######## block 1 ########
$ cat src/rtl/adder_rr_scheduler.sv
// adder_rr_scheduler: round-robin arbiter sharing one registered WIDTH-bit adder among NUM_REQ requesters.
// Define ADDER_SCHED_OVF_EN to add the registered signed-overflow output res_ovf.
module adder_rr_scheduler #(
    parameter int NUM_REQ = 4,
    parameter int WIDTH   = 32,
    parameter int IDW     = 2
) (
    input  logic                     clk,
    input  logic                     rst_n,
    input  logic [NUM_REQ-1:0]       req,
    input  logic [NUM_REQ*WIDTH-1:0] a_flat,
    input  logic [NUM_REQ*WIDTH-1:0] b_flat,
    input  logic [NUM_REQ-1:0]       c_in,
    output logic [NUM_REQ-1:0]       grant,
    output logic                     busy,
    output logic                     res_valid,
    input  logic                     res_ready,
    output logic [IDW-1:0]           res_id,
    output logic [WIDTH-1:0]         res_sum,
    output logic                     res_cout
`ifdef ADDER_SCHED_OVF_EN
    ,
    output logic                     res_ovf
`endif
);
    typedef enum logic [1:0] {IDLE, CALC, DONE} state_t;
    state_t state, state_next;
    logic [IDW-1:0] ptr, win;
    logic found, accept;
    int idx;
    logic [WIDTH-1:0] op_a, op_b;
    logic op_c;
    logic [WIDTH:0] sum;
    // First set request at or above the pointer, wrapping modulo NUM_REQ.
    always_comb begin
        found = 1'b0;
        win   = '0;
        idx   = 0;
        for (int k = 0; k < NUM_REQ; k++) begin
            idx = int'(ptr) + k;
            if (idx >= NUM_REQ) idx = idx - NUM_REQ;
            if (!found && req[idx]) begin
                found = 1'b1;
                win   = IDW'(idx);
            end
        end
    end
    always_comb begin
        state_next = state;
        accept     = 1'b0;
        case (state)
            IDLE: begin
                accept     = found;
                state_next = found ? CALC : IDLE;
            end
            CALC:    state_next = DONE;
            DONE:    state_next = res_ready ? IDLE : DONE;
            default: state_next = IDLE;
        endcase
    end
    // Gated by rst_n so grant reads 0 while reset is held.
    assign grant     = (accept && rst_n) ? (NUM_REQ'(1) << win) : '0;
    assign busy      = state != IDLE;
    assign res_valid = state == DONE;
    assign sum       = {1'b0, op_a} + {1'b0, op_b} + {{WIDTH{1'b0}}, op_c};
    always_ff @(posedge clk or negedge rst_n) begin
        if (!rst_n) begin
            state    <= IDLE;
            ptr      <= '0;
            op_a     <= '0;
            op_b     <= '0;
            op_c     <= 1'b0;
            res_id   <= '0;
            res_sum  <= '0;
            res_cout <= 1'b0;
`ifdef ADDER_SCHED_OVF_EN
            res_ovf  <= 1'b0;
`endif
        end else begin
            state <= state_next;
            if (accept) begin
                op_a   <= a_flat[int'(win)*WIDTH +: WIDTH];
                op_b   <= b_flat[int'(win)*WIDTH +: WIDTH];
                op_c   <= c_in[win];
                res_id <= win;
                ptr    <= (win == IDW'(NUM_REQ-1)) ? '0 : win + 1'b1;
            end
            if (state == CALC) begin
                {res_cout, res_sum} <= sum;
`ifdef ADDER_SCHED_OVF_EN
                res_ovf <= (op_a[WIDTH-1] == op_b[WIDTH-1]) && (sum[WIDTH-1] != op_a[WIDTH-1]);
`endif
            end
        end
    end
endmodule

$ cat config.mk
export PLATFORM = sky130hd
export DESIGN_NAME = adder_rr_scheduler
export DESIGN_NICKNAME = d
export VERILOG_FILES = /design/src/rtl/adder_rr_scheduler.sv
export SDC_FILE = /design/constraint.sdc
export NUM_CORES = 1
export LEC_CHECK = 0
export ABC_AREA = 0
export CORE_ASPECT_RATIO = 0.8
export CORE_MARGIN = 2
export CORE_UTILIZATION = 33
export DETAILED_ROUTE_END_ITERATION = 12
export PLACE_DENSITY_LB_ADDON = 0.1
export SLEW_MARGIN = 20
export SYNTH_ARGS = -nofsm -noshare
export SYNTH_HDL_FRONTEND = slang
export SYNTH_SLANG_ARGS = --single-unit
$ cat constraint.sdc
create_clock -name clk -period 3.5 [get_ports clk]
set_clock_uncertainty 0.15 [all_clocks]
set_input_delay 0.35 -clock clk [delete_from_list [all_inputs] [get_ports clk]]
set_output_delay 0.35 -clock clk [all_outputs]
set_load 0.005 [all_outputs]
######## block 2 ########
$ cat config.mk
export PLATFORM = sky130hd
export DESIGN_NAME = baud_tick_generator
export DESIGN_NICKNAME = d
export VERILOG_FILES = /design/src/rtl/baud_tick_generator.sv
export SDC_FILE = /design/constraint.sdc
export NUM_CORES = 1
export LEC_CHECK = 0
export CELL_PAD_IN_SITES_DETAIL_PLACEMENT = 1
export CELL_PAD_IN_SITES_GLOBAL_PLACEMENT = 1
export CORE_MARGIN = 4
export CORE_UTILIZATION = 51
export DETAILED_ROUTE_END_ITERATION = 7
export GPL_ROUTABILITY_DRIVEN = 0
export HOLD_SLACK_MARGIN = 0.05
export PLACE_DENSITY_LB_ADDON = 0.15
export SKIP_LAST_GASP = 1
export SYNTH_ARGS = -nofsm -noshare
export SYNTH_HDL_FRONTEND = slang
export SYNTH_SLANG_ARGS = --single-unit
export TNS_END_PERCENT = 50
$ cat constraint.sdc
create_clock -name clk -period 10.8 [get_ports clk]
set_input_delay 1.62 -clock clk [delete_from_list [all_inputs] [get_ports clk]]
set_output_delay 1.62 -clock clk [all_outputs]
set_load 0.02 [all_outputs]
$ cat src/rtl/baud_tick_generator.sv
// baud_tick_generator
//   Runtime-programmable oversampling tick generator for the UART TX/RX cores.
//   A fractional divisor (div_int + div_frac / 2^FRAC_W) sets the os_tick rate.
//   os_tick fires at OVERSAMPLE x baud. bit_tick fires once every OVERSAMPLE
//   os_ticks and always coincides with an os_tick.
//
// Ports
//   clk, rst      system clock; asynchronous active-high reset
//   enable        1 = run, 0 = hold counters (ticks forced low)
//   div_int       integer divisor to load (0 is treated as 1)
//   div_frac      fractional divisor to load, in units of 2^-FRAC_W
//   div_load      strobe: capture div_int/div_frac
//                 (deferred to the period boundary while running)
//   resync        strobe: restart the period and the oversample phase
//   os_tick       registered one-cycle oversample tick
//   bit_tick      registered one-cycle bit tick
//   os_phase      registered oversample index (0 .. OVERSAMPLE-1)
//   load_pending  a captured divisor is waiting for the next period boundary
module baud_tick_generator #(
  parameter int unsigned DIV_W            = 16,
  parameter int unsigned FRAC_W           = 4,
  parameter int unsigned OVERSAMPLE       = 16,
  parameter int unsigned DEFAULT_DIV_INT  = 78,
  parameter int unsigned DEFAULT_DIV_FRAC = 2
) (
  input  logic                          clk,
  input  logic                          rst,
  input  logic                          enable,
  input  logic [DIV_W-1:0]              div_int,
  input  logic [FRAC_W-1:0]             div_frac,
  input  logic                          div_load,
  input  logic                          resync,
  output logic                          os_tick,
  output logic                          bit_tick,
  output logic [$clog2(OVERSAMPLE)-1:0] os_phase,
  output logic                          load_pending
);

  localparam int unsigned OS_W = $clog2(OVERSAMPLE);
  localparam logic [OS_W-1:0]   OS_MAX   = OS_W'(OVERSAMPLE - 1);
  localparam logic [DIV_W-1:0]  DEF_INT  = DIV_W'(DEFAULT_DIV_INT);
  localparam logic [FRAC_W-1:0] DEF_FRAC = FRAC_W'(DEFAULT_DIV_FRAC);

  // A zero divisor means a 1-cycle period. The extra bit lets a
  // fractional carry on a full-scale divisor fit in the result.
  function automatic logic [DIV_W:0] eff_period(input logic [DIV_W-1:0] d);
    return (d == '0) ? (DIV_W+1)'(1) : {1'b0, d};
  endfunction

  logic [DIV_W-1:0]  div_int_q,  div_int_d;
  logic [FRAC_W-1:0] div_frac_q, div_frac_d;
  logic [DIV_W-1:0]  sh_int_q,   sh_int_d;
  logic [FRAC_W-1:0] sh_frac_q,  sh_frac_d;
  logic              load_pending_q, load_pending_d;
  logic [DIV_W-1:0]  cnt_q,      cnt_d;
  logic [DIV_W:0]    period_q,   period_d;
  logic [FRAC_W-1:0] acc_q,      acc_d;
  logic [OS_W-1:0]   os_cnt_q,   os_cnt_d;
  logic              os_tick_q,  os_tick_d;
  logic              bit_tick_q, bit_tick_d;

  logic              terminal;
  logic [DIV_W-1:0]  use_int;
  logic [FRAC_W-1:0] use_frac;
  logic [DIV_W-1:0]  rs_int;
  logic [FRAC_W-1:0] rs_frac;
  logic [FRAC_W:0]   acc_sum;

  always_comb begin
    // The divisor that governs the period about to begin. A pending shadow
    // value replaces the active one at a boundary or on resync.
    use_int  = load_pending_q ? sh_int_q  : div_int_q;
    use_frac = load_pending_q ? sh_frac_q : div_frac_q;

    // A load strobe that coincides with resync is applied at once.
    rs_int   = div_load ? div_int  : use_int;
    rs_frac  = div_load ? div_frac : use_frac;

    terminal = enable && ({1'b0, cnt_q} == (period_q - (DIV_W+1)'(1)));
    acc_sum  = {1'b0, acc_q} + {1'b0, use_frac};
  end

  always_comb begin
    div_int_d      = div_int_q;
    div_frac_d     = div_frac_q;
    sh_int_d       = sh_int_q;
    sh_frac_d      = sh_frac_q;
    load_pending_d = load_pending_q;
    cnt_d          = cnt_q;
    period_d       = period_q;
    acc_d          = acc_q;
    os_cnt_d       = os_cnt_q;
    os_tick_d      = 1'b0;
    bit_tick_d     = 1'b0;

    if (resync) begin
      // Resync wins over a coincident terminal cycle, so that tick is dropped.
      div_int_d      = rs_int;
      div_frac_d     = rs_frac;
      load_pending_d = 1'b0;
      period_d       = eff_period(rs_int);
      cnt_d          = '0;
      acc_d          = '0;
      os_cnt_d       = '0;
    end else if (!enable) begin
      // While idle, a load needs no glitch protection and takes effect at once.
      if (div_load) begin
        div_int_d      = div_int;
        div_frac_d     = div_frac;
        load_pending_d = 1'b0;
        period_d       = eff_period(div_int);
        cnt_d          = '0;
        acc_d          = '0;
      end
    end else begin
      if (terminal) begin
        cnt_d          = '0;
        os_tick_d      = 1'b1;
        div_int_d      = use_int;
        div_frac_d     = use_frac;
        load_pending_d = 1'b0;
        acc_d          = acc_sum[FRAC_W-1:0];
        // The fractional carry stretches the next period by one cycle.
        period_d       = eff_period(use_int) + {{DIV_W{1'b0}}, acc_sum[FRAC_W]};
        os_cnt_d       = (os_cnt_q == OS_MAX) ? '0 : os_cnt_q + OS_W'(1);
        bit_tick_d     = (os_cnt_q == OS_MAX);
      end else begin
        cnt_d = cnt_q + DIV_W'(1);
      end
      // A load in a terminal cycle is captured after the old shadow moves to
      // the active registers. It then waits for the following boundary.
      if (div_load) begin
        sh_int_d       = div_int;
        sh_frac_d      = div_frac;
        load_pending_d = 1'b1;
      end
    end
  end

  always_ff @(posedge clk or posedge rst) begin
    if (rst) begin
      div_int_q      <= DEF_INT;
      div_frac_q     <= DEF_FRAC;
      sh_int_q       <= DEF_INT;
      sh_frac_q      <= DEF_FRAC;
      load_pending_q <= 1'b0;
      cnt_q          <= '0;
      period_q       <= eff_period(DEF_INT);
      acc_q          <= '0;
      os_cnt_q       <= '0;
      os_tick_q      <= 1'b0;
      bit_tick_q     <= 1'b0;
    end else begin
      div_int_q      <= div_int_d;
      div_frac_q     <= div_frac_d;
      sh_int_q       <= sh_int_d;
      sh_frac_q      <= sh_frac_d;
      load_pending_q <= load_pending_d;
      cnt_q          <= cnt_d;
      period_q       <= period_d;
      acc_q          <= acc_d;
      os_cnt_q       <= os_cnt_d;
      os_tick_q      <= os_tick_d;
      bit_tick_q     <= bit_tick_d;
    end
  end

  assign os_tick      = os_tick_q;
  assign bit_tick     = bit_tick_q;
  assign os_phase     = os_cnt_q;
  assign load_pending = load_pending_q;

endmodule

Fig. 1: block 1, routed metal, one color a layer
Scale bar: 50 um. Two of the layers only.
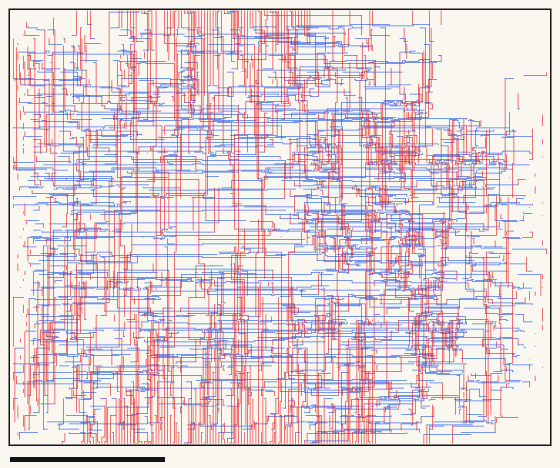
| color | layer | wire length |
|---|---|---|
| red | M2 | 12100 um |
| blue | M1 | 13400 um |
Routed WL per cell: 19.52 um
final WL: 27320 um

==> out/qor.yml, block 1 <==
status: "finished with violations"
violations: "negative hold slack"
switchingPower_mw: 4.685
clkbuf_count: 10
synth_warnings: 0
cts_buffer_depth: 2
min_period_ns: 3.252
flops: 104
hold_ws_ns: -0.02303
antenna_found_initial: 0
adder_share_pct: 6.242
core_area_mm2: 0.02262
finalHoldViolCount: 29
fin_area_mm2: 0.01136
power_mw: 10.19
-- block 1: layer usage --
| layer | wire length [um] | GRT usage (%) | share of wire [%] | up-vias |
|---|---|---|---|---|
| li1 | - | - | - | 3617 |
| met1 | 13360 | 32.93 | 49 | 3479 |
| met2 | 12140 | 34.25 | 44 | 255 |
| met3 | 1672 | 4.397 | 6.1 | 7 |
| met4 | 146 | 3.140 | 0.53 | 0 |
| met5 | 0 | 0 | 0 | - |
-- block 1: path summary, 6_finish.rpt --
check	to	slack, ns	cells after the start
worst max-delay path	res_sum[24]	0.25	8
worst min-delay path	op_b[18]	-0.02	2
worst max register to register	res_sum[24]	0.25	8
worst min register to register	res_sum[4]	0.33	2
max in group asynchronous	res_sum[22]	2.52	2
min in group clk	res_sum[4]	0.33	2
-- block 1: worst max-delay path, delay by kind of cell, from the launching register on --
kind                     cells  cell delay, ns
adder cells (fa/ha/maj)      2            0.93
AND-OR/OR-AND                6            1.69
flip-flops                   1            0.40
-- block 1: sequential cells by signal, summed over array words and instances (netlist names) --
register	flops
op_b	32
res_cout	1
ptr	2
res_sum	32
op_a	32
op_c	1
state	2
res_id	2
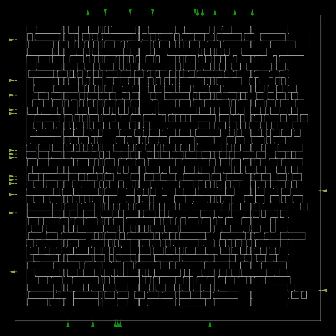
Fig. 2. Placed standard cells (block 2).
num rows: 38
final std cells w/o fill: 774
sequential cell area share: 34.10%
fill count: 1242
final core occ: 57.59%

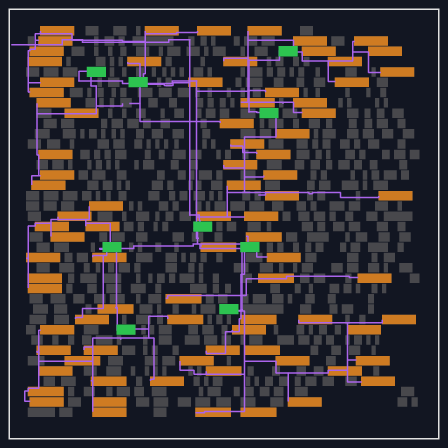
Fig. 3. Clock wires, drivers and flops (block 2).
[green] clock-net drivers | count: 9
[purple] clock wires | length: 1200 um
[orange] flip-flops | count: 84
routed clock nets: 10
flops lie: all over the die
share of total power in the clock network: 29.6%
P_clk: 0.258 mW
clk latency late pin: 0.37 ns
clock skew: 0.01315 ns

==> out/qor.yml, block 2 <==
initCoreUtil_pct: 51.98
pwr-share-comb_pct: 24.5
crit_family: "simple AND/OR/NAND/NOR gates"
top_layer: "met4"
logic_gate_count: 474
cp_data_required_time_ns: 11.11
compound_area_share_pct: 17.24
largest_reg_flops: 17
cts_tree: "done"
drive_above_1_share_pct: 14.67
powerComb_mw: 0.214
adder_share_pct: 2.364
grt_util_met2_pct: 46.29
cts_resized: 0
status: "complete, no violations"
worst_r2r_endpoint: "period_q[12]"
grt_pass1_vias: 5314
topCellsByArea: "dfrtp_1 31%, mux2_2 6.6%, dfstp_2 6.6%"
setup_viol: 0
syn_inst: 616
overflow: 0
r2r_start: "load_pending"
buf_share_pct: 6.441
drt-met1-wl_um: 7411
relSlewSlack_pct: 27.45
largest_register: "period_q"
nWellTaps: 140
crit_path_end_kind: "flop"
fin_area_mm2: 0.006216
crit_path_frequent_cell: "nand2_1"
placed_cell_area_mm2: 0.005997
comb_area_mm2: 0.003237
clkbuf_count: 12
place_inst: 758
logic_family: "simple AND/OR/NAND/NOR gates"
## block 2: layout by cell type (no fill, tap or decap), types with 14 or more instances in the layout
| master | instances |
|---|---|
| dfstp_2 | 14 |
| xor2_1 | 23 |
| nor3_1 | 19 |
| nand2_1 | 59 |
| xnor2_1 | 21 |
| inv_1 | 16 |
| a21oi_1 | 27 |
| dfrtp_1 | 70 |
| mux2_2 | 33 |
| o21ai_0 | 31 |
| nand3_1 | 19 |
| clkdlybuf4s50_1 | 31 |
| nor2_1 | 60 |
| mux2i_1 | 24 |
## block 2: synth_stat cells, types with 5 or more instances
cell and number:
dfrtp_1 70, nor2_1 60, nand2_1 59, mux2_2 33
o21ai_0 31, a21oi_1 27, clkbuf_1 26, mux2i_1 24
xor2_1 23, xnor2_1 21, nand3_1 19, nor3_1 19
inv_1 17, dfstp_2 14, nor4_1 12, a22o_1 9
ha_1 9, nand4_1 9, buf_2 8, a211oi_1 7
a221oi_1 7, nand2b_1 7, o211ai_1 7, o31ai_1 7
o221a_2 6, o221ai_1 6, or4_1 6, a221o_1 5
nor2b_1 5, or3_1 5

==> notes/layouts.md <==
Pictures saved along the way, in no particular order.

Supply network.
(a)
Scale bar: 20 um. Pins as bars on the die edge. Tap cells in gray.
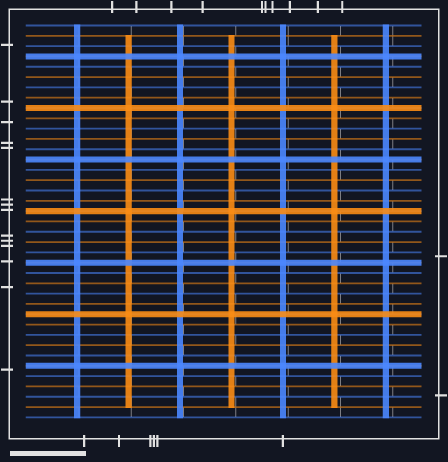
(b)
Scale bar: 50 um. Pins as bars on the die edge. Tap cells in gray.
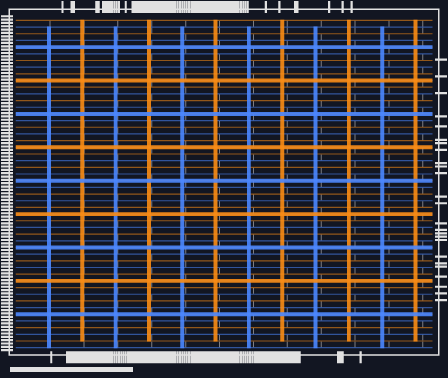
For block 1, see (b).
For block 2, see (a).
- most pins: (b)



==> gallery <==
Cells colored by class.
image #1
Scale bar: 50 um.
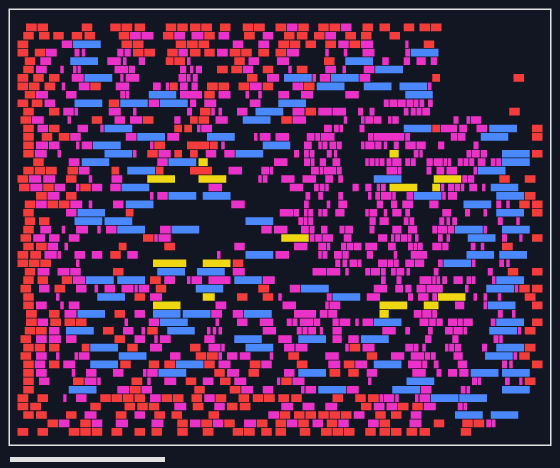
image #2
Scale bar: 20 um.
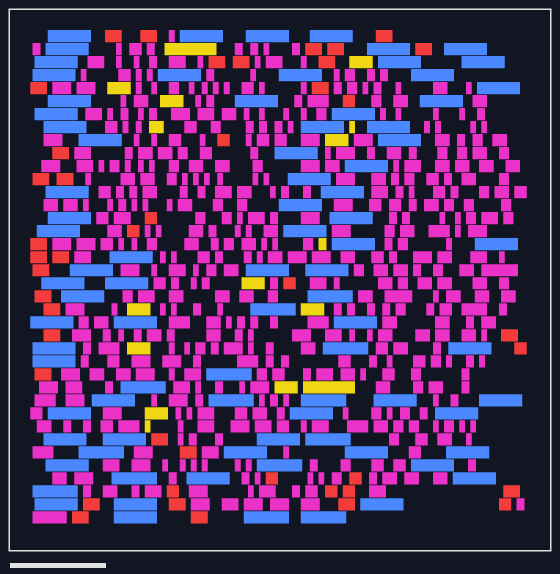
Image #2 comes from block 2.
Image #1 comes from block 1.

Power figures rest on the tool's default switching activity, not on a simulated workload.
